==================== spi_slave_if
==> spi_slave_if/sizing.png <==
Bar = 20 microns.
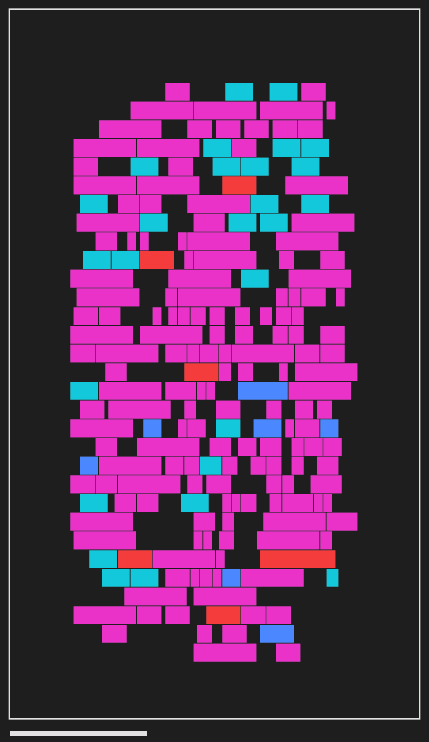
$ cat config.mk
export PLATFORM = sky130hd
export DESIGN_NAME = spi_slave_if
export DESIGN_NICKNAME = d
export VERILOG_FILES = /design/src/rtl/spi_slave_if.sv
export SDC_FILE = /design/constraint.sdc
export NUM_CORES = 1
export LEC_CHECK = 0
export ABC_CLOCK_PERIOD_IN_PS = 2400
export CAP_MARGIN = 20
export CORE_ASPECT_RATIO = 2
export CORE_MARGIN = 8
export CORE_UTILIZATION = 53
export DETAILED_ROUTE_END_ITERATION = 12
export PLACE_DENSITY = 0.78
export SLEW_MARGIN = 20
export SYNTH_ARGS = -nofsm -noshare
export SYNTH_HDL_FRONTEND = slang
export SYNTH_SLANG_ARGS = --single-unit
$ cat constraint.sdc
create_clock -name clk -period 2.4 [get_ports clk]
set_input_delay 0.24 -clock clk [delete_from_list [all_inputs] [get_ports clk]]
set_output_delay 0.24 -clock clk [all_outputs]
set_load 0.01 [all_outputs]
$ cat src/rtl/spi_slave_if.sv
// spi_slave_if: SPI serial front end for the single-port RAM slave.
// Deserialises MOSI frames into {cmd[1:0], data} command words (rx_data/rx_valid)
// and serialises the RAM read byte (tx_data/tx_valid) back out on MISO.
// The SPI bit clock is clk: one bit per rising edge while SS_n is low.
// Optional build macro SPI_CMD_CHECK_EN: check the received cmd bits against the
// frame type; a mismatch suppresses rx_valid and pulses cmd_err instead.
// dbg_state exposes the FSM state for observation.
//
// Handshake: rx_valid is a single-cycle strobe qualifying rx_data, which holds
// until the next completed frame. tx_valid qualifies tx_data and is accepted
// only once per READ_DATA frame, after that frame's rx_valid; it is ignored
// at any other time.
module spi_slave_if #(
  parameter int DATA_WIDTH = 8
) (
  input  logic                  clk,
  input  logic                  rst_n,
  input  logic                  SS_n,
  input  logic                  MOSI,
  output logic                  MISO,
  output logic [DATA_WIDTH+1:0] rx_data,
  output logic                  rx_valid,
  input  logic [DATA_WIDTH-1:0] tx_data,
  input  logic                  tx_valid,
  output logic                  cmd_err,
  output logic [2:0]            dbg_state
);

  localparam int RX_W = DATA_WIDTH + 2;
  localparam int CW   = $clog2(RX_W + 1);
  localparam int TCW  = $clog2(DATA_WIDTH + 1);

  typedef enum logic [2:0] {
    IDLE      = 3'd0,
    CHK_CMD   = 3'd1,
    WRITE     = 3'd2,
    READ_ADD  = 3'd3,
    READ_DATA = 3'd4
  } state_t;

  state_t                state_q, state_d;
  logic [CW-1:0]         cnt_q, cnt_d;
  logic [RX_W-2:0]       shift_q, shift_d;
  logic [RX_W-1:0]       rx_data_q, rx_data_d;
  logic                  rx_valid_q, rx_valid_d;
  logic                  cmd_err_q, cmd_err_d;
  logic                  miso_q, miso_d;
  logic                  rd_seen_q, rd_seen_d;
  logic                  tx_wait_q, tx_wait_d;
  logic [DATA_WIDTH-1:0] tx_sr_q, tx_sr_d;
  logic [TCW-1:0]        tx_cnt_q, tx_cnt_d;

  logic [RX_W-1:0]       frame_word;
  logic                  cmd_match;

  // The word as it stands on the edge capturing the last bit
  assign frame_word = {shift_q, MOSI};

  // Decide whether the completed command word is acceptable for this frame type
  always_comb begin
    cmd_match = 1'b1;
`ifdef SPI_CMD_CHECK_EN
    case (state_q)
      WRITE:     cmd_match = (frame_word[RX_W-1] == 1'b0);
      READ_ADD:  cmd_match = (frame_word[RX_W-1 -: 2] == 2'b10);
      READ_DATA: cmd_match = (frame_word[RX_W-1 -: 2] == 2'b11);
      default:   cmd_match = 1'b1;
    endcase
`endif
  end

  // Next-state logic for framing, shifting, strobes and the MISO transmit
  always_comb begin
    state_d    = state_q;
    cnt_d      = cnt_q;
    shift_d    = shift_q;
    rx_data_d  = rx_data_q;
    rx_valid_d = 1'b0;
    cmd_err_d  = 1'b0;
    miso_d     = 1'b0;
    rd_seen_d  = rd_seen_q;
    tx_wait_d  = tx_wait_q;
    tx_sr_d    = tx_sr_q;
    tx_cnt_d   = tx_cnt_q;

    if (state_q == IDLE || SS_n) begin
      // Idle or aborted frame: everything frame-local restarts
      state_d   = (state_q == IDLE && !SS_n) ? CHK_CMD : IDLE;
      cnt_d     = '0;
      shift_d   = '0;
      tx_wait_d = 1'b0;
      tx_cnt_d  = '0;
    end else begin
      case (state_q)
        CHK_CMD: begin
          // Select bit picks the frame type; it is not part of the word
          cnt_d = '0;
          if (!MOSI)          state_d = WRITE;
          else if (rd_seen_q) state_d = READ_DATA;
          else                state_d = READ_ADD;
        end
        default: begin
          if (cnt_q < CW'(RX_W)) begin
            shift_d = {shift_q[RX_W-3:0], MOSI};
            cnt_d   = cnt_q + CW'(1);
            if (cnt_q == CW'(RX_W - 1)) begin
              if (cmd_match) begin
                rx_data_d  = frame_word;
                rx_valid_d = 1'b1;
                if (state_q == READ_ADD)  rd_seen_d = 1'b1;
                if (state_q == READ_DATA) tx_wait_d = 1'b1;
              end else begin
                cmd_err_d = 1'b1;
              end
            end
          end else if (state_q == READ_DATA) begin
            // Frame received: wait for the read byte, then shift it out
            if (tx_wait_q && tx_valid) begin
              tx_sr_d   = tx_data;
              tx_wait_d = 1'b0;
              tx_cnt_d  = TCW'(DATA_WIDTH);
            end else if (tx_cnt_q != '0) begin
              miso_d   = tx_sr_q[DATA_WIDTH-1];
              tx_sr_d  = {tx_sr_q[DATA_WIDTH-2:0], 1'b0};
              tx_cnt_d = tx_cnt_q - TCW'(1);
              if (tx_cnt_q == TCW'(1)) rd_seen_d = 1'b0;
            end
          end
        end
      endcase
    end
  end

  // State and output registers with asynchronous active-low reset
  always_ff @(posedge clk or negedge rst_n) begin
    if (!rst_n) begin
      state_q    <= IDLE;
      cnt_q      <= '0;
      shift_q    <= '0;
      rx_data_q  <= '0;
      rx_valid_q <= 1'b0;
      cmd_err_q  <= 1'b0;
      miso_q     <= 1'b0;
      rd_seen_q  <= 1'b0;
      tx_wait_q  <= 1'b0;
      tx_sr_q    <= '0;
      tx_cnt_q   <= '0;
    end else begin
      state_q    <= state_d;
      cnt_q      <= cnt_d;
      shift_q    <= shift_d;
      rx_data_q  <= rx_data_d;
      rx_valid_q <= rx_valid_d;
      cmd_err_q  <= cmd_err_d;
      miso_q     <= miso_d;
      rd_seen_q  <= rd_seen_d;
      tx_wait_q  <= tx_wait_d;
      tx_sr_q    <= tx_sr_d;
      tx_cnt_q   <= tx_cnt_d;
    end
  end

  assign MISO      = miso_q;
  assign rx_data   = rx_data_q;
  assign rx_valid  = rx_valid_q;
  // Without the check, cmd_match is constant 1, so cmd_err stays 0
  assign cmd_err   = cmd_err_q;
  assign dbg_state = state_q;

endmodule

==> deck_impl_summary.md <==
Run Summary

Final timing
  • Final hold vios: 0
  • RSZ-0062 raised after global routing: no
  • Min Hold Slack: approximately 0.059 ns

Synth
  • Most numerous cell in the Yosys netlist: dfrtp_1
  • Yosys top cell by area: dfrtp_1
  • Yosys cell count: ~170
  • XOR Share, Synth: 0.436%
  • Synth Warn #: 0
  • Top cells by count, synth: 42 x dfrtp_1, 24 x mux2_2, 9 x a22o_1, 9 x inv_1, 8 x nor2_1
  • Sequential element share of the synthesized area: a little over half
  • Netlist cell types: 42
  • Logic family by area: AND-OR/OR-AND gates

Setup path
  • CP startpoint: dbg_state[1]
  • Critical path type: flop to flop
  • CP endpoint kind: flop
  • Worst path required time: 2.59 ns
  • R2r worst-path depth: 3
  • CP Buf/Inv Count: 0

Run status
  • Status: finished, final reports clean

Clocking
  • H-tree levels: 2

Finish
  • Share of cells above drive strength 1: 20.2%
  • Sequential share of cell area: between 40% and 50%
  • Top cell excl fill/tap: dfrtp_1
  • Final core occ: 67.0%
  • Sequential cell count: 42
  • Logic inverters: 9
  • Logic share of the area: 36.2%
  • Clock-cell share: 4.55%

Power and ir drop
  • Cell-internal power: 1.08 mW
  • Clk. pwr: 0.559 mW
  • Sw frac: 23.9%

Floorplanning
  • Die Footprint: roughly 0.0061 sq mm
  • Rows: 31

Detailed routing
  • Post-route antenna net violation count: 0
  • Metal-1 WL: roughly 1.6 mm
Notes on spi_slave_if/sizing.png above:
Red shows x6 and larger, cells 6, share 3.0%, most used clkbuf_8. Blue shows x3 and x4, cells 7, share 3.5%, most used buf_4. Magenta shows x1 and smaller, cells 158, share 80%, most used dfrtp_1. Cyan shows x2, cells 27, share 14%, most used mux2_2.
nonclk buf count: 30
fin area: 0.00242 sq mm


==================== relu_maxpool_stage
===== src/rtl/relu_maxpool_stage.sv =====
// ReLU + 2x2 max-pool stage between the conv result bus and the result-memory writer.
// Lane pairs are pooled horizontally in the same cycle a row arrives. Row pairs are
// pooled vertically through a one-row buffer. A trailing odd row is flushed on its own.
module relu_maxpool_stage #(
  parameter int unsigned Lanes = 128,
  parameter int unsigned Dw    = 8,
  parameter int unsigned Rows  = 128,
  parameter int unsigned AddrW = 8
) (
  input  logic                       clk_i,
  input  logic                       rst_i,
  input  logic                       start_i,
  input  logic                       in_valid_i,
  input  logic [Lanes*Dw-1:0]        in_data_i,
  output logic [(Lanes/2)*Dw-1:0]    out_data_o,
  output logic                       out_wen_o,
  output logic [AddrW-1:0]           out_addr_o,
  output logic                       busy_o,
  output logic                       done_o
);

  localparam int unsigned OutW = (Lanes / 2) * Dw;
  localparam int unsigned CntW = $clog2(Rows + 1);

  typedef enum logic [2:0] {StIdle, StFirst, StSecond, StFlush, StDone} state_e;

  state_e            state_q, state_d;
  logic [CntW-1:0]   row_cnt_q, row_cnt_d;
  logic [OutW-1:0]   buf_q, buf_d;
  logic [OutW-1:0]   out_data_q, out_data_d;
  logic              out_wen_q, out_wen_d;
  logic [AddrW-1:0]  addr_q, addr_d;
  logic [OutW-1:0]   hpool, vpool;
  logic              row_last;

  function automatic logic [Dw-1:0] relu(input logic [Dw-1:0] x);
    return x[Dw-1] ? '0 : x;
  endfunction

  // Inputs are already non-negative here, so an unsigned compare is exact.
  function automatic logic [Dw-1:0] umax(input logic [Dw-1:0] a, input logic [Dw-1:0] b);
    return (a > b) ? a : b;
  endfunction

  // ReLU then horizontal lane-pair max; vertical max against the buffered row
  always_comb begin
    hpool = '0;
    vpool = '0;
    for (int unsigned j = 0; j < Lanes / 2; j++) begin
      hpool[j*Dw +: Dw] = umax(relu(in_data_i[(2*j)*Dw +: Dw]),
                               relu(in_data_i[(2*j+1)*Dw +: Dw]));
      vpool[j*Dw +: Dw] = umax(buf_q[j*Dw +: Dw], hpool[j*Dw +: Dw]);
    end
  end

  // The row being accepted now is the last one of the frame
  assign row_last = (row_cnt_q == CntW'(Rows - 1));

  // State register
  always_ff @(posedge clk_i) begin
    if (rst_i) begin
      state_q <= StIdle;
    end else begin
      state_q <= state_d;
    end
  end

  // Next-state logic
  always_comb begin
    state_d = state_q;
    case (state_q)
      StIdle:   if (start_i) state_d = StFirst;
      StFirst:  if (in_valid_i) state_d = row_last ? StFlush : StSecond;
      StSecond: if (in_valid_i) state_d = row_last ? StDone : StFirst;
      StFlush:  state_d = StDone;
      StDone:   state_d = StIdle;
      default:  state_d = StIdle;
    endcase
  end

  // Status outputs decoded from state
  always_comb begin
    busy_o = 1'b0;
    done_o = 1'b0;
    case (state_q)
      StFirst, StSecond, StFlush: busy_o = 1'b1;
      StDone:                     done_o = 1'b1;
      default:                    ;
    endcase
  end

  // Datapath next-state: buffer, row counter, registered write port
  always_comb begin
    row_cnt_d  = row_cnt_q;
    buf_d      = buf_q;
    out_data_d = out_data_q;
    out_wen_d  = 1'b0;
    // Address advances the cycle after each strobe; wraps silently.
    addr_d     = out_wen_q ? addr_q + 1'b1 : addr_q;
    case (state_q)
      StIdle: begin
        if (start_i) begin
          row_cnt_d = '0;
          buf_d     = '0;
          addr_d    = '0;
        end
      end
      StFirst: begin
        if (in_valid_i) begin
          buf_d     = hpool;
          row_cnt_d = row_cnt_q + 1'b1;
        end
      end
      StSecond: begin
        if (in_valid_i) begin
          out_data_d = vpool;
          out_wen_d  = 1'b1;
          row_cnt_d  = row_cnt_q + 1'b1;
        end
      end
      StFlush: begin
        // Max against an all-zero row is the buffer itself.
        out_data_d = buf_q;
        out_wen_d  = 1'b1;
      end
      default: ;
    endcase
  end

  // Datapath registers
  always_ff @(posedge clk_i) begin
    if (rst_i) begin
      row_cnt_q  <= '0;
      buf_q      <= '0;
      out_data_q <= '0;
      out_wen_q  <= 1'b0;
      addr_q     <= '0;
    end else begin
      row_cnt_q  <= row_cnt_d;
      buf_q      <= buf_d;
      out_data_q <= out_data_d;
      out_wen_q  <= out_wen_d;
      addr_q     <= addr_d;
    end
  end

  assign out_data_o = out_data_q;
  assign out_wen_o  = out_wen_q;
  assign out_addr_o = addr_q;

endmodule


===== config.mk =====
export PLATFORM = sky130hd
export DESIGN_NAME = relu_maxpool_stage
export DESIGN_NICKNAME = d
export VERILOG_FILES = /design/src/rtl/relu_maxpool_stage.sv
export SDC_FILE = /design/constraint.sdc
export NUM_CORES = 2
export LEC_CHECK = 0
export ABC_AREA = 1
export CORE_AREA = 2 2 609 611
export CTS_BUF_LIST = sky130_fd_sc_hd__clkbuf_8
export DETAILED_ROUTE_END_ITERATION = 7
export DIE_AREA = 0 0 611 613
export HOLD_SLACK_MARGIN = 0.12
export PLACE_DENSITY = 0.38
export SLEW_MARGIN = 25
export SYNTH_ARGS = -nofsm -noshare
export SYNTH_HDL_FRONTEND = slang
export SYNTH_SLANG_ARGS = --single-unit

===== constraint.sdc =====
create_clock -name clk_i -period 7.6 [get_ports clk_i]
set_clock_uncertainty 0.1 [all_clocks]
set_input_delay 1.14 -clock clk_i [delete_from_list [all_inputs] [get_ports clk_i]]
set_output_delay 1.14 -clock clk_i [all_outputs]
set_load 0.02 [all_outputs]

==> relu_maxpool_stage/clock_nets.png <==
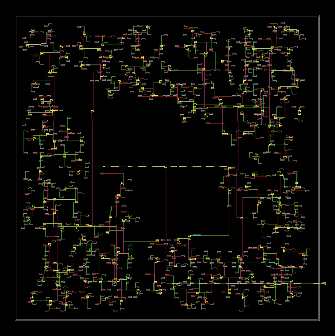
Sink Count: 916
sequential cell count: 916
Clock Latency Late Sink: 0.98 ns
clock buffers: 265

==> relu_maxpool_stage/layers.png <==
Only two layers are drawn.
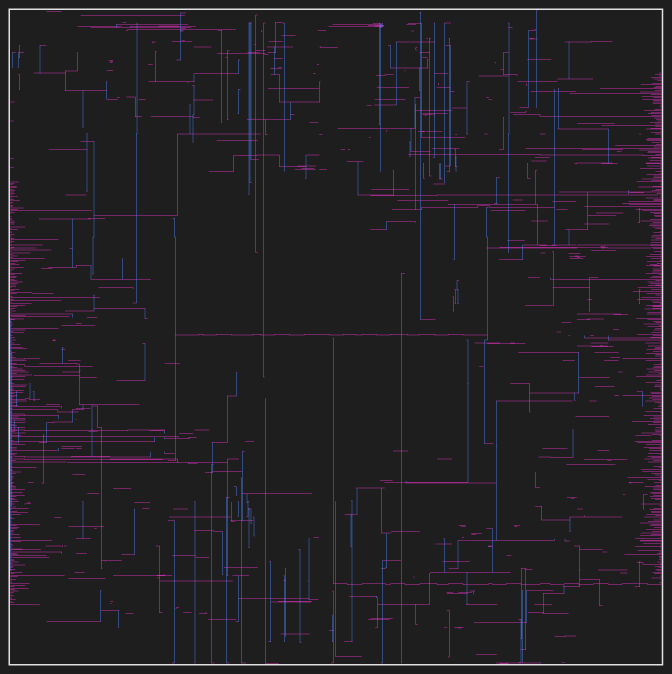
Magenta shows M3, wire length 16600 microns. Blue shows M4, wire length 10900 microns.

==> relu_maxpool_stage/m2.png <==
Cells faint in the background.
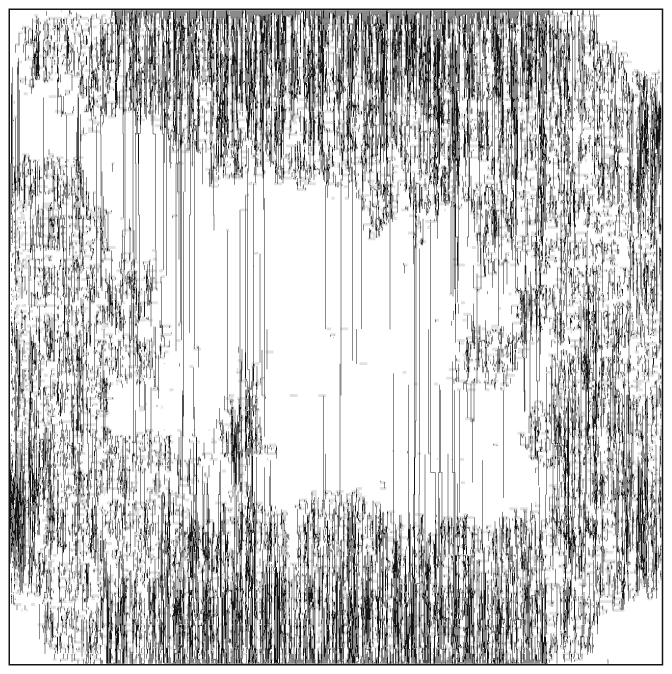
11203 nets have wire on it. The layer holds 49% of the routed length. The longest straight run is 234 microns. The wires run mostly vertical.

==> deck_impl_summary.md <==
Run Summary

Place
  • Area post-placement: 0.0909 sq mm
  • IO buf count: 1486
  • Pre-CTS setup slack: 2.48 ns

Synth
  • XOR Share, Synth: less than 1%
  • #FFs+latches synth: around 900

Setup path
  • End of the critical path: out_data_o[400]
  • Arrival time worst endpoint: 4.98 ns
  • CP startpoint: state_q[1]
  • CP endpoint kind: flop

GRT
  • Global route overflow: 0

Finish
  • Synthesis-to-finish area growth: 34.2%
  • Final cell count without fillers: 18100

Detailed routing
  • Top Layer Used: met5

Final timing
  • Worst Tran Pin Value: 1.19 ns

Power and ir drop
  • Cell-internal power: 10.6 mW
  • Top power consumer group: clock

Run status
  • Status: finished, final reports clean

==================== mem_lsu
==> src/rtl/mem_lsu.sv <==
// rtl/mem_lsu.sv - MEM-stage load/store unit: word addressing, sub-word extract, RMW stores
//
// Takes one load/store at a time from EX/MEM, drives a word-wide RAM that has
// no byte enables (sub-word stores are done as read-modify-write) and returns
// a one-cycle response with extended load data and an error flag.
//
// Ports:
//   clk, rst_n        clock, asynchronous active-low reset
//   req_valid/ready   request handshake (ready only while idle)
//   req_we            1 = store, 0 = load
//   req_funct3        000 B, 001 H, 010 W, 100 BU, 101 HU
//   req_addr          byte address
//   req_wdata         right-aligned store data
//   mem2ram_addr      word address to RAM
//   ram2mem_data      combinational RAM read data for mem2ram_addr
//   mem2ram_we        one-cycle write strobe
//   mem2ram_wdata     full word to write
//   resp_valid        one-cycle response pulse
//   resp_rdata        extended load data, 0 for stores and errors
//   resp_err          misaligned / out-of-range / illegal access
module mem_lsu #(
   parameter int ADDR_W = 12,
   parameter int DATA_W = 32
) (
   input  logic              clk,
   input  logic              rst_n,
   input  logic              req_valid,
   output logic              req_ready,
   input  logic              req_we,
   input  logic [2:0]        req_funct3,
   input  logic [31:0]       req_addr,
   input  logic [DATA_W-1:0] req_wdata,
   output logic [ADDR_W-1:0] mem2ram_addr,
   input  logic [DATA_W-1:0] ram2mem_data,
   output logic              mem2ram_we,
   output logic [DATA_W-1:0] mem2ram_wdata,
   output logic              resp_valid,
   output logic [DATA_W-1:0] resp_rdata,
   output logic              resp_err
);

   typedef enum logic [2:0] {
      S_IDLE   = 3'd0,
      S_LOAD   = 3'd1,
      S_STORE  = 3'd2,
      S_RMW_RD = 3'd3,
      S_RMW_WR = 3'd4,
      S_RESP   = 3'd5
   } state_t;

   state_t state, state_nxt;

   // Only the in-range part of the address is kept; the upper bits only feed
   // the error check at acceptance.
   logic [ADDR_W+1:0] addr_q;
   logic [2:0]        funct3_q;
   logic [DATA_W-1:0] wdata_q;
   logic [DATA_W-1:0] rdata_q;
   logic [DATA_W-1:0] merge_q;
   logic              err_q;

   logic              accept;
   logic              req_err;
   logic [7:0]        byte_sel;
   logic [15:0]       half_sel;
   logic [DATA_W-1:0] load_ext;
   logic [DATA_W-1:0] merged;

   assign accept = req_valid && (state == S_IDLE);

   // Error classification of the incoming request.
   always_comb begin
      req_err = 1'b0;
      case (req_funct3)
         3'b000:  req_err = 1'b0;
         3'b001:  req_err = req_addr[0];
         3'b010:  req_err = (req_addr[1:0] != 2'b00);
         3'b100:  req_err = req_we;
         3'b101:  req_err = req_we | req_addr[0];
         default: req_err = 1'b1;
      endcase
      if (req_addr[31:ADDR_W+2] != '0)
         req_err = 1'b1;
   end

   // Load extraction from the live RAM word; funct3[2] selects zero-extension.
   always_comb begin
      case (addr_q[1:0])
         2'd0:    byte_sel = ram2mem_data[7:0];
         2'd1:    byte_sel = ram2mem_data[15:8];
         2'd2:    byte_sel = ram2mem_data[23:16];
         default: byte_sel = ram2mem_data[31:24];
      endcase
      half_sel = addr_q[1] ? ram2mem_data[31:16] : ram2mem_data[15:0];
      case (funct3_q[1:0])
         2'b00:   load_ext = {{24{byte_sel[7] & ~funct3_q[2]}}, byte_sel};
         2'b01:   load_ext = {{16{half_sel[15] & ~funct3_q[2]}}, half_sel};
         default: load_ext = ram2mem_data;
      endcase
   end

   // Sub-word merge of store data into the word read during RMW_RD.
   always_comb begin
      merged = merge_q;
      if (funct3_q[1:0] == 2'b00) begin
         case (addr_q[1:0])
            2'd0:    merged[7:0]   = wdata_q[7:0];
            2'd1:    merged[15:8]  = wdata_q[7:0];
            2'd2:    merged[23:16] = wdata_q[7:0];
            default: merged[31:24] = wdata_q[7:0];
         endcase
      end else begin
         if (addr_q[1])
            merged[31:16] = wdata_q[15:0];
         else
            merged[15:0] = wdata_q[15:0];
      end
   end

   // State register.
   always_ff @(posedge clk or negedge rst_n) begin
      if (!rst_n)
         state <= S_IDLE;
      else
         state <= state_nxt;
   end

   // Next-state logic.
   always_comb begin
      state_nxt = state;
      case (state)
         S_IDLE: begin
            if (req_valid) begin
               if (req_err)
                  state_nxt = S_RESP;
               else if (!req_we)
                  state_nxt = S_LOAD;
               else if (req_funct3 == 3'b010)
                  state_nxt = S_STORE;
               else
                  state_nxt = S_RMW_RD;
            end
         end
         S_LOAD:   state_nxt = S_RESP;
         S_STORE:  state_nxt = S_RESP;
         S_RMW_RD: state_nxt = S_RMW_WR;
         S_RMW_WR: state_nxt = S_RESP;
         S_RESP:   state_nxt = S_IDLE;
         default:  state_nxt = S_IDLE;
      endcase
   end

   // Outputs decoded from state; write strobe exists only in STORE/RMW_WR,
   // which an erroring request never reaches.
   always_comb begin
      req_ready     = (state == S_IDLE);
      resp_valid    = (state == S_RESP);
      mem2ram_we    = (state == S_STORE) || (state == S_RMW_WR);
      mem2ram_addr  = addr_q[ADDR_W+1:2];
      mem2ram_wdata = '0;
      if (state == S_STORE)
         mem2ram_wdata = wdata_q;
      else if (state == S_RMW_WR)
         mem2ram_wdata = merged;
      resp_rdata = (state == S_RESP) ? rdata_q : '0;
      resp_err   = (state == S_RESP) ? err_q : 1'b0;
   end

   // Request capture and data registers. rdata_q is cleared on accept so
   // stores and errors respond with zero.
   always_ff @(posedge clk or negedge rst_n) begin
      if (!rst_n) begin
         addr_q   <= '0;
         funct3_q <= '0;
         wdata_q  <= '0;
         err_q    <= 1'b0;
         rdata_q  <= '0;
         merge_q  <= '0;
      end else begin
         if (accept) begin
            addr_q   <= req_addr[ADDR_W+1:0];
            funct3_q <= req_funct3;
            wdata_q  <= req_wdata;
            err_q    <= req_err;
            rdata_q  <= '0;
         end
         if (state == S_LOAD)
            rdata_q <= load_ext;
         if (state == S_RMW_RD)
            merge_q <= ram2mem_data;
      end
   end

endmodule

==> config.mk <==
export PLATFORM = sky130hd
export DESIGN_NAME = mem_lsu
export DESIGN_NICKNAME = d
export VERILOG_FILES = /design/src/rtl/mem_lsu.sv
export SDC_FILE = /design/constraint.sdc
export NUM_CORES = 1
export LEC_CHECK = 0
export CAP_MARGIN = 20
export CORE_MARGIN = 1
export CORE_UTILIZATION = 48
export DETAILED_ROUTE_END_ITERATION = 6
export GPL_TIMING_DRIVEN = 0
export PLACE_DENSITY = 0.79
export SYNTH_ARGS = -nofsm -noshare
export SYNTH_HDL_FRONTEND = slang
export SYNTH_SLANG_ARGS = --single-unit
==> constraint.sdc <==
create_clock -name clk -period 2.7 [get_ports clk]
set_clock_uncertainty 0.2 [all_clocks]
set_input_delay 0.27 -clock clk [delete_from_list [all_inputs] [get_ports clk]]
set_output_delay 0.27 -clock clk [all_outputs]
set_load 0.02 [all_outputs]
==> deck_impl_summary.md <==
Run Summary

Detailed routing
  • DRC: 0
  • Metal-1 WL: roughly 8.1 mm
  • Post-route antenna net violation count: 0
  • Vias/cell: 5.48

Finish
  • Fill cell count: 913
  • Nonclk buf count: 254
  • Logic area: between 0.002 and 0.003 sq mm
  • Top cell excl fill/tap: nand2_1
  • Leading cell kind: flip-flops and latches
  • Sequential share of cell area: between 30% and 40%

Power and ir drop
  • Leakage: 4.27 nW
  • Clk. pwr: around 2.2 mW
  • Logic pwr share: 49.8%

Setup path
  • Crit path max fanout: 7
  • End of the critical path: mem2ram_wdata[29]

Job
  • Max-Cap Viols: 0
  • Tool warning count: 28

Final timing
  • Fin worst setup slack: approximately 0.027 ns
  • Slew margin rel.: 51.7%
  • Setup TNS: 0 ns
  • Fmax: 374 MHz
  • Ratio of final minimum period to clock period: a little over nine tenths

Synth
  • Logic family by area: simple AND/OR/NAND/NOR gates
  • Syn Inst Count: roughly 640
  • Mux area share: 8.79%
  • XOR Share, Synth: 0%
  • Most numerous cell in the Yosys netlist: nand2_1

GRT
  • GRT Util Overall: 31.2%
  • First-pass GRT wire length: 30.4 mm
  • Largest net degree at the start of global routing: 75

Clocking
  • Hold bufs inserted after CTS: 1
  • Sink Count: around 120

Run status
  • Status: finished, final reports clean

Min path
  • Hold path startpoint: req_wdata[22]

Place
  • IO buf count: 182
==> mem_lsu/m2.png <==
Cells faint in the background.
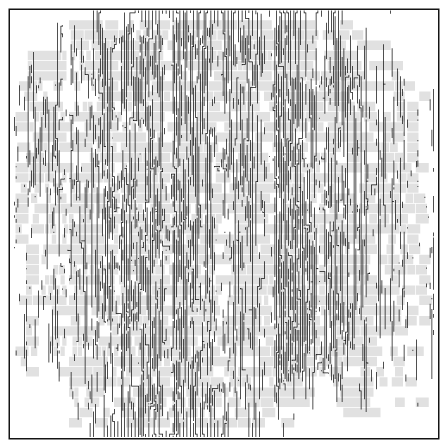
The longest straight run is 65.3 microns. 791 nets have wire on it. The wires run mostly vertical.
met2 Track Usage GR: 51.5%
Routed Wire Length: 19.5 mm
detailed-route via count: 5679

==> mem_lsu/layers.png <==
Only two layers are drawn.
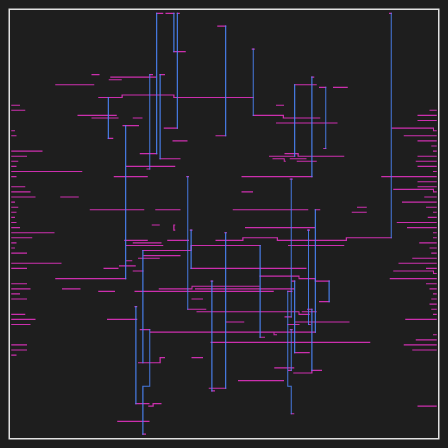
Blue shows M4, wire length 752 microns. Magenta shows M3, wire length 1240 microns.


==================== mmio_io_bridge
## src/rtl/mmio_pkg.sv

```systemverilog
// Register map and shared helpers for the memory-mapped IO bridge.
package mmio_pkg;

  localparam int unsigned DATA_W      = 32;
  localparam int unsigned BANK_W      = 8;
  localparam int unsigned REG_STRIDE  = 4;

  localparam int unsigned OFF_LED0    = 32'h00;
  localparam int unsigned OFF_SW0     = 32'h10;
  localparam int unsigned OFF_SEG     = 32'h20;
  localparam int unsigned OFF_BTN_LVL = 32'h30;
  localparam int unsigned OFF_BTN_EVT = 32'h34;
  localparam int unsigned OFF_CYC     = 32'h38;

  // Byte-to-word extension used by switch reads (lb vs lbu).
  function automatic logic [DATA_W-1:0] ext_byte(input logic [BANK_W-1:0] b,
                                                 input logic              is_signed);
    return {{(DATA_W-BANK_W){b[BANK_W-1] & is_signed}}, b};
  endfunction

endpackage

```

## src/rtl/btn_debounce.sv

```systemverilog
// One button: 2-flop synchroniser, stable-count debouncer and rising-edge pulse.
module btn_debounce #(
  parameter int unsigned DEB_CYCLES = 100000
) (
  input  logic clk,
  input  logic rst,
  input  logic raw,
  output logic level,
  output logic rise
);

  localparam int unsigned CW = $clog2(DEB_CYCLES);

  logic          sync1_q, sync2_q;
  logic          level_q, level_d;
  logic [CW-1:0] cnt_q, cnt_d;

  // Count consecutive cycles the synced input disagrees with the level.
  always_comb begin
    level_d = level_q;
    cnt_d   = cnt_q;
    if (sync2_q == level_q) begin
      cnt_d = '0;
    end else if (cnt_q == CW'(DEB_CYCLES - 1)) begin
      level_d = ~level_q;
      cnt_d   = '0;
    end else begin
      cnt_d = cnt_q + CW'(1);
    end
  end

  always_ff @(posedge clk or negedge rst) begin
    if (!rst) begin
      sync1_q <= 1'b0;
      sync2_q <= 1'b0;
      level_q <= 1'b0;
      cnt_q   <= '0;
    end else begin
      sync1_q <= raw;
      sync2_q <= sync1_q;
      level_q <= level_d;
      cnt_q   <= cnt_d;
    end
  end

  assign level = level_q;
  // Pulses in the cycle whose posedge raises the level, so events land with it.
  assign rise  = level_d & ~level_q;

endmodule

```

## src/rtl/mmio_io_bridge.sv

```systemverilog
// IO register window beside data memory: LEDs, switches, buttons, 7-seg, cycle counter.
module mmio_io_bridge
  import mmio_pkg::*;
#(
  parameter logic [31:0] BASE       = 32'hFFFF0000,
  parameter int unsigned NUM_LED    = 2,
  parameter int unsigned NUM_SW     = 2,
  parameter int unsigned NUM_BTN    = 4,
  parameter int unsigned DEB_CYCLES = 100000
) (
  input  logic                      clk,
  input  logic                      rst,
  input  logic                      io_read,
  input  logic                      io_write,
  input  logic                      is_signed,
  input  logic [31:0]               addr,
  input  logic [31:0]               din,
  output logic [31:0]               dout,
  output logic                      io_hit,
  input  logic [BANK_W*NUM_SW-1:0]  sw,
  input  logic [NUM_BTN-1:0]        btn,
  output logic [BANK_W*NUM_LED-1:0] led,
  output logic [31:0]               seg_val,
  output logic                      irq
);

  logic [BANK_W*NUM_SW-1:0]  sw_s1_q, sw_s2_q;
  logic [BANK_W*NUM_LED-1:0] led_q, led_d;
  logic [DATA_W-1:0]         seg_q, seg_d;
  logic [NUM_BTN-1:0]        evt_q, evt_d, evt_clr;
  logic                      irq_q;
  logic [DATA_W-1:0]         cyc_q;
  logic [NUM_BTN-1:0]        btn_lvl, btn_rise;

  logic                      win;
  logic [7:0]                off;
  logic [NUM_LED-1:0]        led_sel;
  logic [NUM_SW-1:0]         sw_sel;
  logic                      seg_hit, lvl_hit, evt_hit, cyc_hit;
  logic [DATA_W-1:0]         rdata;

  for (genvar i = 0; i < NUM_BTN; i++) begin : g_btn
    btn_debounce #(.DEB_CYCLES(DEB_CYCLES)) u_deb (
      .clk   (clk),
      .rst   (rst),
      .raw   (btn[i]),
      .level (btn_lvl[i]),
      .rise  (btn_rise[i])
    );
  end

  // Address decode: upper 24 bits select the window, low byte the register.
  always_comb begin
    win     = (addr[31:8] == BASE[31:8]);
    off     = addr[7:0];
    led_sel = '0;
    sw_sel  = '0;
    for (int k = 0; k < NUM_LED; k++) begin
      led_sel[k] = win && (off == 8'(OFF_LED0 + REG_STRIDE * k));
    end
    for (int k = 0; k < NUM_SW; k++) begin
      sw_sel[k] = win && (off == 8'(OFF_SW0 + REG_STRIDE * k));
    end
    seg_hit = win && (off == 8'(OFF_SEG));
    lvl_hit = win && (off == 8'(OFF_BTN_LVL));
    evt_hit = win && (off == 8'(OFF_BTN_EVT));
    cyc_hit = win && (off == 8'(OFF_CYC));
  end

  assign io_hit = (|led_sel) | (|sw_sel) | seg_hit | lvl_hit | evt_hit | cyc_hit;

  // Zero-latency read mux from registered state only.
  always_comb begin
    rdata = '0;
    if (io_read) begin
      for (int k = 0; k < NUM_LED; k++) begin
        if (led_sel[k]) rdata = DATA_W'(led_q[BANK_W*k +: BANK_W]);
      end
      for (int k = 0; k < NUM_SW; k++) begin
        if (sw_sel[k]) rdata = ext_byte(sw_s2_q[BANK_W*k +: BANK_W], is_signed);
      end
      if (seg_hit) rdata = seg_q;
      if (lvl_hit) rdata = DATA_W'(btn_lvl);
      if (evt_hit) rdata = DATA_W'(evt_q);
      if (cyc_hit) rdata = cyc_q;
    end
  end

  assign dout = rdata;

  // Write path and event bookkeeping; a new rise beats a same-cycle clear.
  always_comb begin
    led_d   = led_q;
    seg_d   = seg_q;
    evt_clr = '0;
    for (int k = 0; k < NUM_LED; k++) begin
      if (io_write && led_sel[k]) led_d[BANK_W*k +: BANK_W] = din[BANK_W-1:0];
    end
    if (io_write && seg_hit) seg_d = din;
    if (evt_hit) begin
      if (io_read)  evt_clr = '1;
      if (io_write) evt_clr = evt_clr | din[NUM_BTN-1:0];
    end
    evt_d = (evt_q & ~evt_clr) | btn_rise;
  end

  always_ff @(posedge clk or negedge rst) begin
    if (!rst) begin
      sw_s1_q <= '0;
      sw_s2_q <= '0;
      led_q   <= '0;
      seg_q   <= '0;
      evt_q   <= '0;
      irq_q   <= 1'b0;
      cyc_q   <= '0;
    end else begin
      sw_s1_q <= sw;
      sw_s2_q <= sw_s1_q;
      led_q   <= led_d;
      seg_q   <= seg_d;
      evt_q   <= evt_d;
      irq_q   <= |evt_d;
      cyc_q   <= cyc_q + DATA_W'(1);
    end
  end

  assign led     = led_q;
  assign seg_val = seg_q;
  assign irq     = irq_q;

endmodule

```

## config.mk

```make
export PLATFORM = sky130hd
export DESIGN_NAME = mmio_io_bridge
export DESIGN_NICKNAME = d
export VERILOG_FILES = /design/src/rtl/mmio_pkg.sv /design/src/rtl/btn_debounce.sv /design/src/rtl/mmio_io_bridge.sv
export SDC_FILE = /design/constraint.sdc
export NUM_CORES = 1
export LEC_CHECK = 0
export CORE_MARGIN = 2
export CORE_UTILIZATION = 52
export CTS_CLUSTER_DIAMETER = 200
export CTS_CLUSTER_SIZE = 30
export DETAILED_ROUTE_END_ITERATION = 6
export PLACE_DENSITY = 0.87
export SYNTH_ARGS = -nofsm -noshare
export SYNTH_HDL_FRONTEND = slang
export SYNTH_SLANG_ARGS = --single-unit
```

## constraint.sdc

```tcl
create_clock -name clk -period 2.7 [get_ports clk]
set_input_delay 0.27 -clock clk [delete_from_list [all_inputs] [get_ports clk]]
set_output_delay 0.27 -clock clk [all_outputs]
set_load 0.02 [all_outputs]
```

==> deck_impl_summary.md <==
Run Summary

Run status
  • Status: finished, final reports clean

Final timing
  • Slew margin rel.: 51.4%

Power and ir drop
  • Flop pwr share: 51.5%
  • Net Sw Power: between 1 and 1.5 mW

Synth
  • Yosys Chip Area: 0.00898 sq mm
  • Most numerous cell in the Yosys netlist: dfrtp_1
  • Adder share: 0.697%
  • Biggest area cells: dfrtp_1 55%, mux2_1 6.0%, xnor2_1 5.0%
  • Area leader share: 54.9%
  • Sequential element share of the synthesized area: 54.9%

Finish
  • Sequential cell area: between 0.004 and 0.005 sq mm
  • Nonclk buf count: 218
  • Top Layout Cells: 197 x dfrtp_1, 128 x clkdlybuf4s50_1, 100 x nor2_1

Setup path
  • CP Buf/Inv Count: 3
  • Crit path depth: 7
  • Peak per-stage delay on the critical path: 0.55 ns
  • Critical path's top delay family: simple AND/OR/NAND/NOR gates

Place
  • DP Wirelength: 15.4 mm
  • IO buf count: 170

Clocking
  • TritonCTS clock tree: built
==> mmio_io_bridge/layers.png <==
Only two layers are drawn.
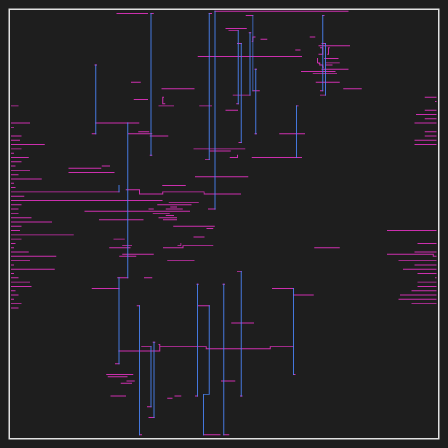
Magenta shows M3, wire length 1140 microns. Blue shows M4, wire length 704 microns.
detailed-route via count: 6990
Routed Wire Length: 22.0 mm

==> mmio_io_bridge/sizing.png <==
Bar = 50 microns.
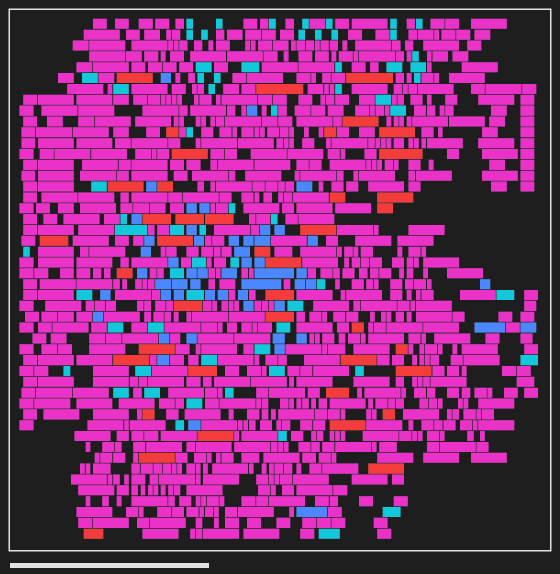
Magenta shows x1 and smaller, cells 882, share 85%, most used dfrtp_1. Blue shows x3 and x4, cells 53, share 5.1%, most used buf_4. Cyan shows x2, cells 64, share 6.2%, most used buf_2. Red shows x6 and larger, cells 41, share 3.9%, most used clkbuf_16.


==================== psum_exchange_hub
[config.mk]
export PLATFORM = sky130hd
export DESIGN_NAME = psum_exchange_hub
export DESIGN_NICKNAME = d
export VERILOG_FILES = /design/src/rtl/psum_exch_pkg.sv /design/src/rtl/sync_fifo.sv /design/src/rtl/psum_exchange_hub.sv
export SDC_FILE = /design/constraint.sdc
export NUM_CORES = 1
export LEC_CHECK = 0
export ABC_AREA = 1
export CAP_MARGIN = 25
export CORE_AREA = 2 2 194 272
export CTS_CLUSTER_DIAMETER = 100
export CTS_CLUSTER_SIZE = 14
export DETAILED_ROUTE_END_ITERATION = 7
export DIE_AREA = 0 0 196 274
export GPL_ROUTABILITY_DRIVEN = 0
export GPL_TIMING_DRIVEN = 0
export PLACE_DENSITY = 0.66
export SLEW_MARGIN = 0
export SYNTH_ARGS = -nofsm -noshare
export SYNTH_HDL_FRONTEND = slang
export SYNTH_SLANG_ARGS = --single-unit
[constraint.sdc]
create_clock -name clk -period 5.4 [get_ports clk]
set_input_delay 1.08 -clock clk [delete_from_list [all_inputs] [get_ports clk]]
set_output_delay 1.08 -clock clk [all_outputs]
set_load 0.02 [all_outputs]
[src/rtl/psum_exch_pkg.sv]
// Shared constants and helpers for the partial-sum exchange hub.
package psum_exch_pkg;

  localparam logic MODE_RING   = 1'b0;
  localparam logic MODE_ALLRED = 1'b1;

  localparam int unsigned DEFAULT_BW    = 24;
  localparam int unsigned DEFAULT_DEPTH = 8;

  // Pointer width that never collapses to zero bits.
  function automatic int unsigned clog2_min1(input int unsigned n);
    return (n <= 2) ? 1 : $clog2(n);
  endfunction

endpackage

[src/rtl/sync_fifo.sv]
// Single-clock FIFO with registered empty/full and a combinational head.
module sync_fifo
  import psum_exch_pkg::*;
#(
  parameter int unsigned BW    = DEFAULT_BW,
  parameter int unsigned DEPTH = DEFAULT_DEPTH
) (
  input  logic          clk,
  input  logic          reset,
  input  logic          wr,
  input  logic          rd,
  input  logic [BW-1:0] in,
  output logic [BW-1:0] out,
  output logic          empty,
  output logic          full
);

  localparam int unsigned AW = clog2_min1(DEPTH);
  localparam int unsigned CW = $clog2(DEPTH + 1);

  logic [BW-1:0] mem [DEPTH];
  logic [AW-1:0] wptr_q, rptr_q;
  logic [CW-1:0] count_q, count_d;
  logic          push, pop;

  // A full FIFO still accepts a write when a pop frees a slot in the same cycle.
  always_comb begin
    pop     = rd && !empty;
    push    = wr && (!full || pop);
    count_d = count_q + CW'(push) - CW'(pop);
  end

  always_ff @(posedge clk or negedge reset) begin
    if (!reset) begin
      wptr_q  <= '0;
      rptr_q  <= '0;
      count_q <= '0;
      empty   <= 1'b1;
      full    <= 1'b0;
    end else begin
      if (push) wptr_q <= wptr_q + AW'(1);
      if (pop)  rptr_q <= rptr_q + AW'(1);
      count_q <= count_d;
      empty   <= (count_d == '0);
      full    <= (count_d == CW'(DEPTH));
    end
  end

  always_ff @(posedge clk) begin
    if (push) mem[wptr_q] <= in;
  end

  assign out = mem[rptr_q];

endmodule

[src/rtl/psum_exchange_hub.sv]
// Per-core partial-sum FIFOs with ring or all-reduce exchange on read.
// Optional PSUM_EXCH_SAT_EN clamps all-reduce results to the BW range and adds sat_flag.
module psum_exchange_hub
  import psum_exch_pkg::*;
#(
  parameter int unsigned NCORE = 2,
  parameter int unsigned BW    = DEFAULT_BW,
  parameter int unsigned DEPTH = DEFAULT_DEPTH,
  localparam int unsigned LOGN = $clog2(NCORE),
  localparam int unsigned OBW  = BW + LOGN
) (
  input  logic                 clk,
  input  logic                 reset,
  input  logic [NCORE*BW-1:0]  sum_in,
  input  logic                 wr,
  input  logic                 rd,
  input  logic                 mode,
  output logic [NCORE*OBW-1:0] sum_out,
  output logic                 out_valid,
  output logic                 empty,
  output logic                 full,
  output logic                 ovf_err,
  output logic                 unf_err
`ifdef PSUM_EXCH_SAT_EN
  ,
  output logic                 sat_flag
`endif
);

  logic [BW-1:0]         head [NCORE];
  logic [NCORE-1:0]      ch_empty, ch_full;
  logic signed [OBW-1:0] ext  [NCORE];
  logic signed [OBW-1:0] res  [NCORE];
  logic signed [OBW-1:0] total;
  logic [NCORE*OBW-1:0]  sum_out_d;
  logic                  pop;
  logic                  sat_hit;

  for (genvar i = 0; i < NCORE; i++) begin : g_ch
    sync_fifo #(
      .BW    (BW),
      .DEPTH (DEPTH)
    ) u_fifo (
      .clk   (clk),
      .reset (reset),
      .wr    (wr),
      .rd    (rd),
      .in    (sum_in[i*BW +: BW]),
      .out   (head[i]),
      .empty (ch_empty[i]),
      .full  (ch_full[i])
    );
  end

  assign empty = |ch_empty;
  assign full  = |ch_full;
  assign pop   = rd && !empty;

  // All-reduce as total minus own head: the true result fits OBW, so the
  // modular subtraction is exact.
  always_comb begin
    total     = '0;
    sat_hit   = 1'b0;
    sum_out_d = '0;
    for (int i = 0; i < NCORE; i++) begin
      ext[i] = {{LOGN{head[i][BW-1]}}, head[i]};
      total  = total + ext[i];
    end
    for (int i = 0; i < NCORE; i++) begin
      if (mode == MODE_ALLRED) begin
        res[i] = total - ext[i];
`ifdef PSUM_EXCH_SAT_EN
        if (res[i] > $signed({{(LOGN+1){1'b0}}, {(BW-1){1'b1}}})) begin
          res[i]  = {{(LOGN+1){1'b0}}, {(BW-1){1'b1}}};
          sat_hit = 1'b1;
        end else if (res[i] < $signed({{(LOGN+1){1'b1}}, {(BW-1){1'b0}}})) begin
          res[i]  = {{(LOGN+1){1'b1}}, {(BW-1){1'b0}}};
          sat_hit = 1'b1;
        end
`endif
      end else begin
        res[i] = ext[(i + 1) % NCORE];
      end
      sum_out_d[i*OBW +: OBW] = res[i];
    end
  end

  always_ff @(posedge clk or negedge reset) begin
    if (!reset) begin
      sum_out   <= '0;
      out_valid <= 1'b0;
      ovf_err   <= 1'b0;
      unf_err   <= 1'b0;
`ifdef PSUM_EXCH_SAT_EN
      sat_flag  <= 1'b0;
`endif
    end else begin
      if (pop) sum_out <= sum_out_d;
      out_valid <= pop;
      ovf_err   <= ovf_err | (wr && full && !rd);
      unf_err   <= unf_err | (rd && empty);
`ifdef PSUM_EXCH_SAT_EN
      sat_flag  <= sat_flag | (pop && sat_hit);
`endif
    end
  end

endmodule

==> psum_exchange_hub/m2.png <==
Cells faint in the background.
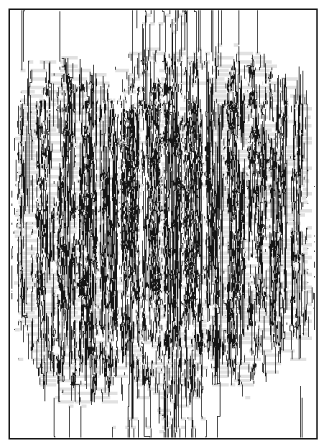
The longest straight run is 187 microns. The wires run mostly vertical.

==> psum_exchange_hub/layers.png <==
Only two layers are drawn.
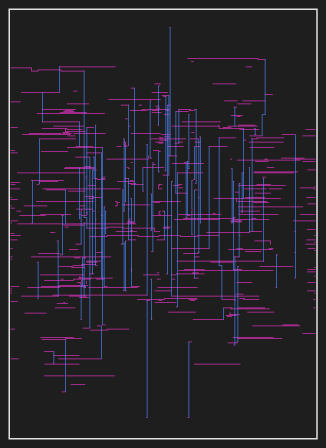
Magenta shows M3, wire length 4130 microns. Blue shows M4, wire length 3670 microns.

==> psum_exchange_hub/clock_nets.png <==
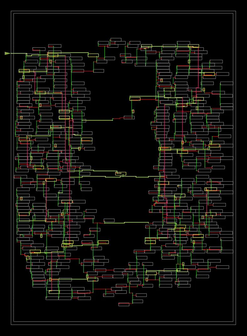
sequential cell count: 461
CTS Buf Count: 38
Clock Latency Late Sink: 0.58 ns

==> deck_impl_summary.md <==
Run Summary

Run status
  • Status: finished, final reports clean

Detailed routing
  • Met3 WL post-DR: roughly 4.1 mm
  • Pre-Repair DR Iteration Count: 6
  • Metal2 WL: ~36 mm
  • DRC: 0

Finish
  • Clock buffers: ~70
  • Logic area: 0.00825 sq mm
  • # nets final: 2509
  • Synthesis-to-finish area growth: 15.4%
  • Nonclk buf count: ~210

Setup path
  • Crit path launch type: flop
  • Crit path depth: 29
  • Slowest CP cell: dfrtp_1
  • Crit path max fanout: 10
  • End of the critical path: sum_out[49]
  • Critical path's top delay family: AND-OR/OR-AND gates

Clocking
  • Worst-path clk slew: 0.08 ns
  • Post-CTS setup buffers: 1
  • TritonCTS clock tree: built
  • CTS resizes: 15

Synth
  • #FFs+latches synth: 461

Place
  • Area post-placement: around 0.025 sq mm
  • Pre-CTS setup slack: -0.425 ns
  • Placed Instances: 2981

Floorplanning
  • I/O pin count: 108

Final timing
  • Worst Tran Pin Value: between 0.9 and 1 ns
  • Ratio of final minimum period to clock period: 95.6%
  • Fin worst setup slack: 0.238 ns

Job
  • Max-Cap Viols: 0

==================== otter_mem_arbiter
==> otter_mem_arbiter/sizing.png <==
Bar = 50 microns.
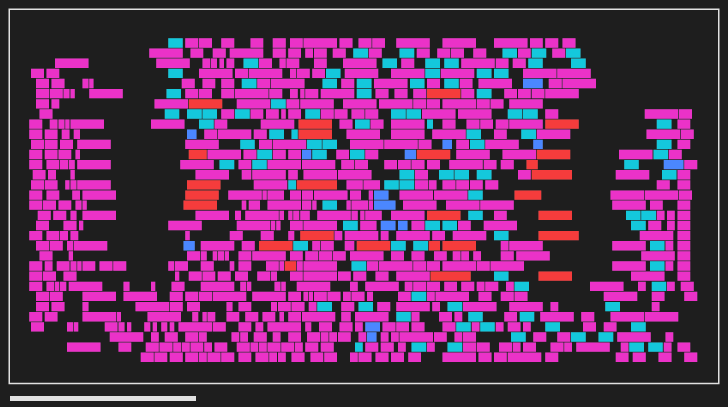
==> otter_mem_arbiter/m2.png <==
Cells faint in the background.
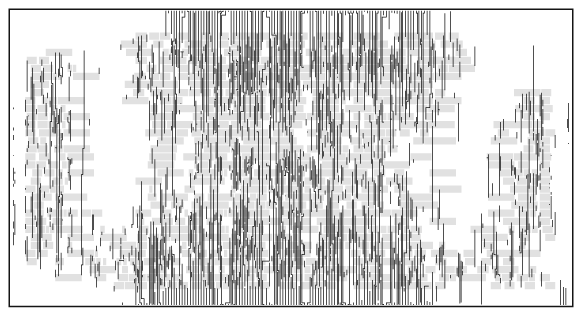
## config.mk

```make
export PLATFORM = sky130hd
export DESIGN_NAME = otter_mem_arbiter
export DESIGN_NICKNAME = d
export VERILOG_FILES = /design/src/rtl/otter_mem_arbiter.sv
export SDC_FILE = /design/constraint.sdc
export NUM_CORES = 1
export LEC_CHECK = 0
export CAP_MARGIN = 10
export CORE_ASPECT_RATIO = 0.5
export CORE_MARGIN = 5
export CORE_UTILIZATION = 38
export DETAILED_ROUTE_END_ITERATION = 10
export PLACE_DENSITY = 0.83
export SKIP_LAST_GASP = 1
export SYNTH_ARGS = -nofsm -noshare
export SYNTH_HDL_FRONTEND = slang
export SYNTH_SLANG_ARGS = --single-unit
```

## constraint.sdc

```tcl
create_clock -name CLK -period 4.83 [get_ports CLK]
set_input_delay 1.2075 -clock CLK [delete_from_list [all_inputs] [get_ports CLK]]
set_output_delay 1.2075 -clock CLK [all_outputs]
set_load 0.05 [all_outputs]
```

## src/rtl/otter_mem_arbiter.sv

```systemverilog
// otter_mem_arbiter: shares one single-port memory between instruction fetch and data access.
// Define OTTER_ARB_FAIRNESS_EN to force a fetch grant once STARVE_MAX data grants have bypassed it.
module otter_mem_arbiter #(
    parameter int MEM_LAT    = 2,
    parameter int STARVE_MAX = 4
) (
    input  logic        CLK,
    input  logic        RESET,
    input  logic        IF_REQ,
    input  logic [31:0] IF_ADDR,
    output logic [31:0] IF_RDATA,
    output logic        IF_VALID,
    input  logic        D_REQ,
    input  logic        D_WE,
    input  logic [31:0] D_ADDR,
    input  logic [31:0] D_WDATA,
    input  logic [1:0]  D_SIZE,
    input  logic        D_SIGN,
    output logic [31:0] D_RDATA,
    output logic        D_VALID,
    output logic [31:0] MEM_ADDR,
    output logic [31:0] MEM_DIN,
    output logic        MEM_WE,
    output logic        MEM_RE,
    output logic [1:0]  MEM_SIZE,
    output logic        MEM_SIGN,
    input  logic [31:0] MEM_DOUT,
    output logic        STALL_IF,
    output logic        STALL_MEM
);

    localparam logic [3:0] LAT_LOAD   = 4'(MEM_LAT - 1);
    localparam logic [7:0] STARVE_LIM = 8'(STARVE_MAX);

    typedef enum logic [1:0] {IDLE, BUSY_IF, BUSY_D} state_t;

    state_t      r_state;
    state_t      w_next_state;
    logic [3:0]  r_cnt;
    logic [31:0] r_addr;
    logic [31:0] r_wdata;
    logic        r_we;
    logic [1:0]  r_size;
    logic        r_sign;
    logic        r_if_valid;
    logic        r_d_valid;
    logic [31:0] r_if_rdata;
    logic [31:0] r_d_rdata;
    logic [7:0]  r_starve;

    logic w_busy;
    logic w_force_if;
    logic w_grant_d;
    logic w_grant_if;

    assign w_busy = (r_state != IDLE);

`ifdef OTTER_ARB_FAIRNESS_EN
    assign w_force_if = IF_REQ && (r_starve == STARVE_LIM);
`else
    assign w_force_if = 1'b0;
`endif

    // Grants are only made from IDLE; data wins unless fetch has been starved too long.
    assign w_grant_d  = !w_busy && D_REQ && !w_force_if;
    assign w_grant_if = !w_busy && IF_REQ && !w_grant_d;

    always_ff @(posedge CLK or posedge RESET) begin
        if (RESET) begin
            r_state <= IDLE;
        end else begin
            r_state <= w_next_state;
        end
    end

    always_comb begin
        w_next_state = r_state;
        case (r_state)
            IDLE: begin
                if (w_grant_d) begin
                    w_next_state = BUSY_D;
                end else if (w_grant_if) begin
                    w_next_state = BUSY_IF;
                end
            end
            BUSY_IF, BUSY_D: begin
                if (r_cnt == 4'd0) begin
                    w_next_state = IDLE;
                end
            end
            default: w_next_state = IDLE;
        endcase
    end

    always_comb begin
        MEM_ADDR = 32'd0;
        MEM_DIN  = 32'd0;
        MEM_WE   = 1'b0;
        MEM_RE   = 1'b0;
        MEM_SIZE = 2'b00;
        MEM_SIGN = 1'b0;
        case (r_state)
            BUSY_IF: begin
                MEM_ADDR = r_addr;
                MEM_SIZE = 2'b10;
                MEM_RE   = 1'b1;
            end
            BUSY_D: begin
                MEM_ADDR = r_addr;
                MEM_DIN  = r_wdata;
                MEM_SIZE = r_size;
                MEM_SIGN = r_sign;
                MEM_WE   = r_we;
                MEM_RE   = !r_we;
            end
            default: ;
        endcase
    end

    // Latch attributes on grant, count down the latency, and capture read data on the final cycle.
    always_ff @(posedge CLK or posedge RESET) begin
        if (RESET) begin
            r_cnt      <= 4'd0;
            r_addr     <= 32'd0;
            r_wdata    <= 32'd0;
            r_we       <= 1'b0;
            r_size     <= 2'b00;
            r_sign     <= 1'b0;
            r_if_valid <= 1'b0;
            r_d_valid  <= 1'b0;
            r_if_rdata <= 32'd0;
            r_d_rdata  <= 32'd0;
        end else begin
            r_if_valid <= 1'b0;
            r_d_valid  <= 1'b0;
            if (w_grant_d) begin
                r_cnt   <= LAT_LOAD;
                r_addr  <= D_ADDR;
                r_wdata <= D_WDATA;
                r_we    <= D_WE;
                r_size  <= D_SIZE;
                r_sign  <= D_SIGN;
            end else if (w_grant_if) begin
                r_cnt  <= LAT_LOAD;
                r_addr <= IF_ADDR;
            end else if (w_busy) begin
                if (r_cnt != 4'd0) begin
                    r_cnt <= r_cnt - 4'd1;
                end else if (r_state == BUSY_IF) begin
                    r_if_rdata <= MEM_DOUT;
                    r_if_valid <= 1'b1;
                end else begin
                    r_d_valid <= 1'b1;
                    if (!r_we) begin
                        r_d_rdata <= MEM_DOUT;
                    end
                end
            end
        end
    end

    // Saturating count of data grants that went ahead while a fetch was waiting.
    always_ff @(posedge CLK or posedge RESET) begin
        if (RESET) begin
            r_starve <= 8'd0;
        end else if (w_grant_if) begin
            r_starve <= 8'd0;
        end else if (w_grant_d && IF_REQ && (r_starve != STARVE_LIM)) begin
            r_starve <= r_starve + 8'd1;
        end
    end

    assign IF_RDATA  = r_if_rdata;
    assign IF_VALID  = r_if_valid;
    assign D_RDATA   = r_d_rdata;
    assign D_VALID   = r_d_valid;
    assign STALL_IF  = IF_REQ & ~r_if_valid;
    assign STALL_MEM = D_REQ & ~r_d_valid;

endmodule
```

==> deck_impl_summary.md <==
Run Summary

Run status
  • Status: finished, final reports clean

Setup path
  • End of the critical path: MEM_SIZE[0]
  • Peak per-stage delay on the critical path: approximately 0.93 ns
  • CP startpoint: r_state[0]
  • CP endpoint kind: output port

Final timing
  • Setup TNS: 0 ns

Synth
  • Adder share: 1.22%
  • Yosys cell count: 478
  • Mux area share: 23.8%
  • Logic family by area: multiplexers
  • Biggest area cells: dfrtp_1 57%, mux2_2 18%, and2_1 6.9%
  • Yosys top cell by area: dfrtp_1
  • Aoi share: 3.60%
  • Cell Area, Synth: 0.00615 sq mm

Place
  • DP Wirelength: 13.0 mm
  • Pre-CTS setup slack: between 0.9 and 1 ns
  • IO buf count: 272

Clocking
  • Hold bufs inserted after CTS: 0
  • Clock Latency Late Sink: 0.41 ns

GRT
  • Grt met3 use: 3.82%
  • Largest net degree at the start of global routing: 98
  • Initial antenna violation count: 0
  • Grt met1 use: 20.2%
  • Met2 Track Usage GR: between 30% and 40%
  • Busiest grt layer: met2
  • Vias in the first global route: 5102

Power and ir drop
  • Flop pwr share: 26.2%
  • Overall Power: 7.88 mW

Detailed routing
  • DRC: 0
  • Pre-Repair DR Iteration Count: 4
  • Drt wl/cell: between 15 and 20 microns
  • Met3 WL post-DR: around 630 microns
  • Initial DRC count: 129

Finish
  • Antenna Cells: 0
  • Sequential share of cell area: 36.2%
  • Final cell count without fillers: 979

Job
  • Tool warning count: 30

Floorplanning
  • Die Footprint: 0.0190 sq mm
About otter_mem_arbiter/sizing.png:
Magenta shows x1 and smaller, cells 616, share 81%, most used clkdlybuf4s50_1. Red shows x6 and larger, cells 26, share 3.4%, most used clkbuf_16. Blue shows x3 and x4, cells 14, share 1.8%. Cyan shows x2, cells 102, share 13%, most used mux2_2.
synthesis-to-finish area growth: 57.4%
fin area: 0.00968 sq mm
fin worst setup slack: 0.728 ns

About otter_mem_arbiter/m2.png:
The wires run mostly vertical. The layer carries 9850 microns of wire. The layer holds 56% of the routed length. 785 nets have wire on it.



==> gallery <==
Clock wiring as the flow saved it.
shot_01.png
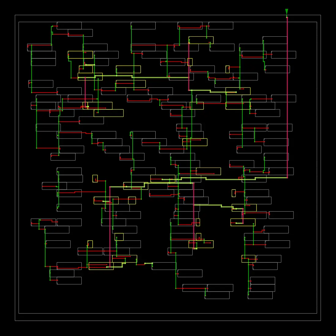
shot_02.png
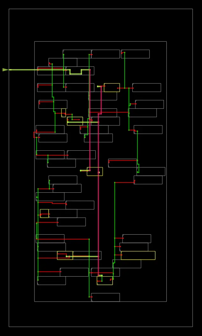
shot_03.png
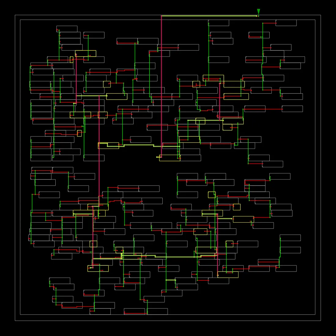
shot_04.png
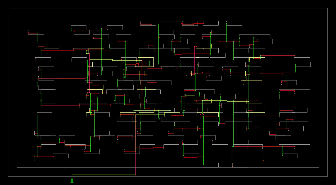
| picture | from |
|---|---|
| shot_03.png | mmio_io_bridge |
| shot_04.png | otter_mem_arbiter |
| shot_01.png | mem_lsu |
| shot_02.png | spi_slave_if |
The one with the fewest clock buffers is shot_02.png.
The one with the fewest sequential cells is shot_02.png.

Power and IR drop assume default switching activity.
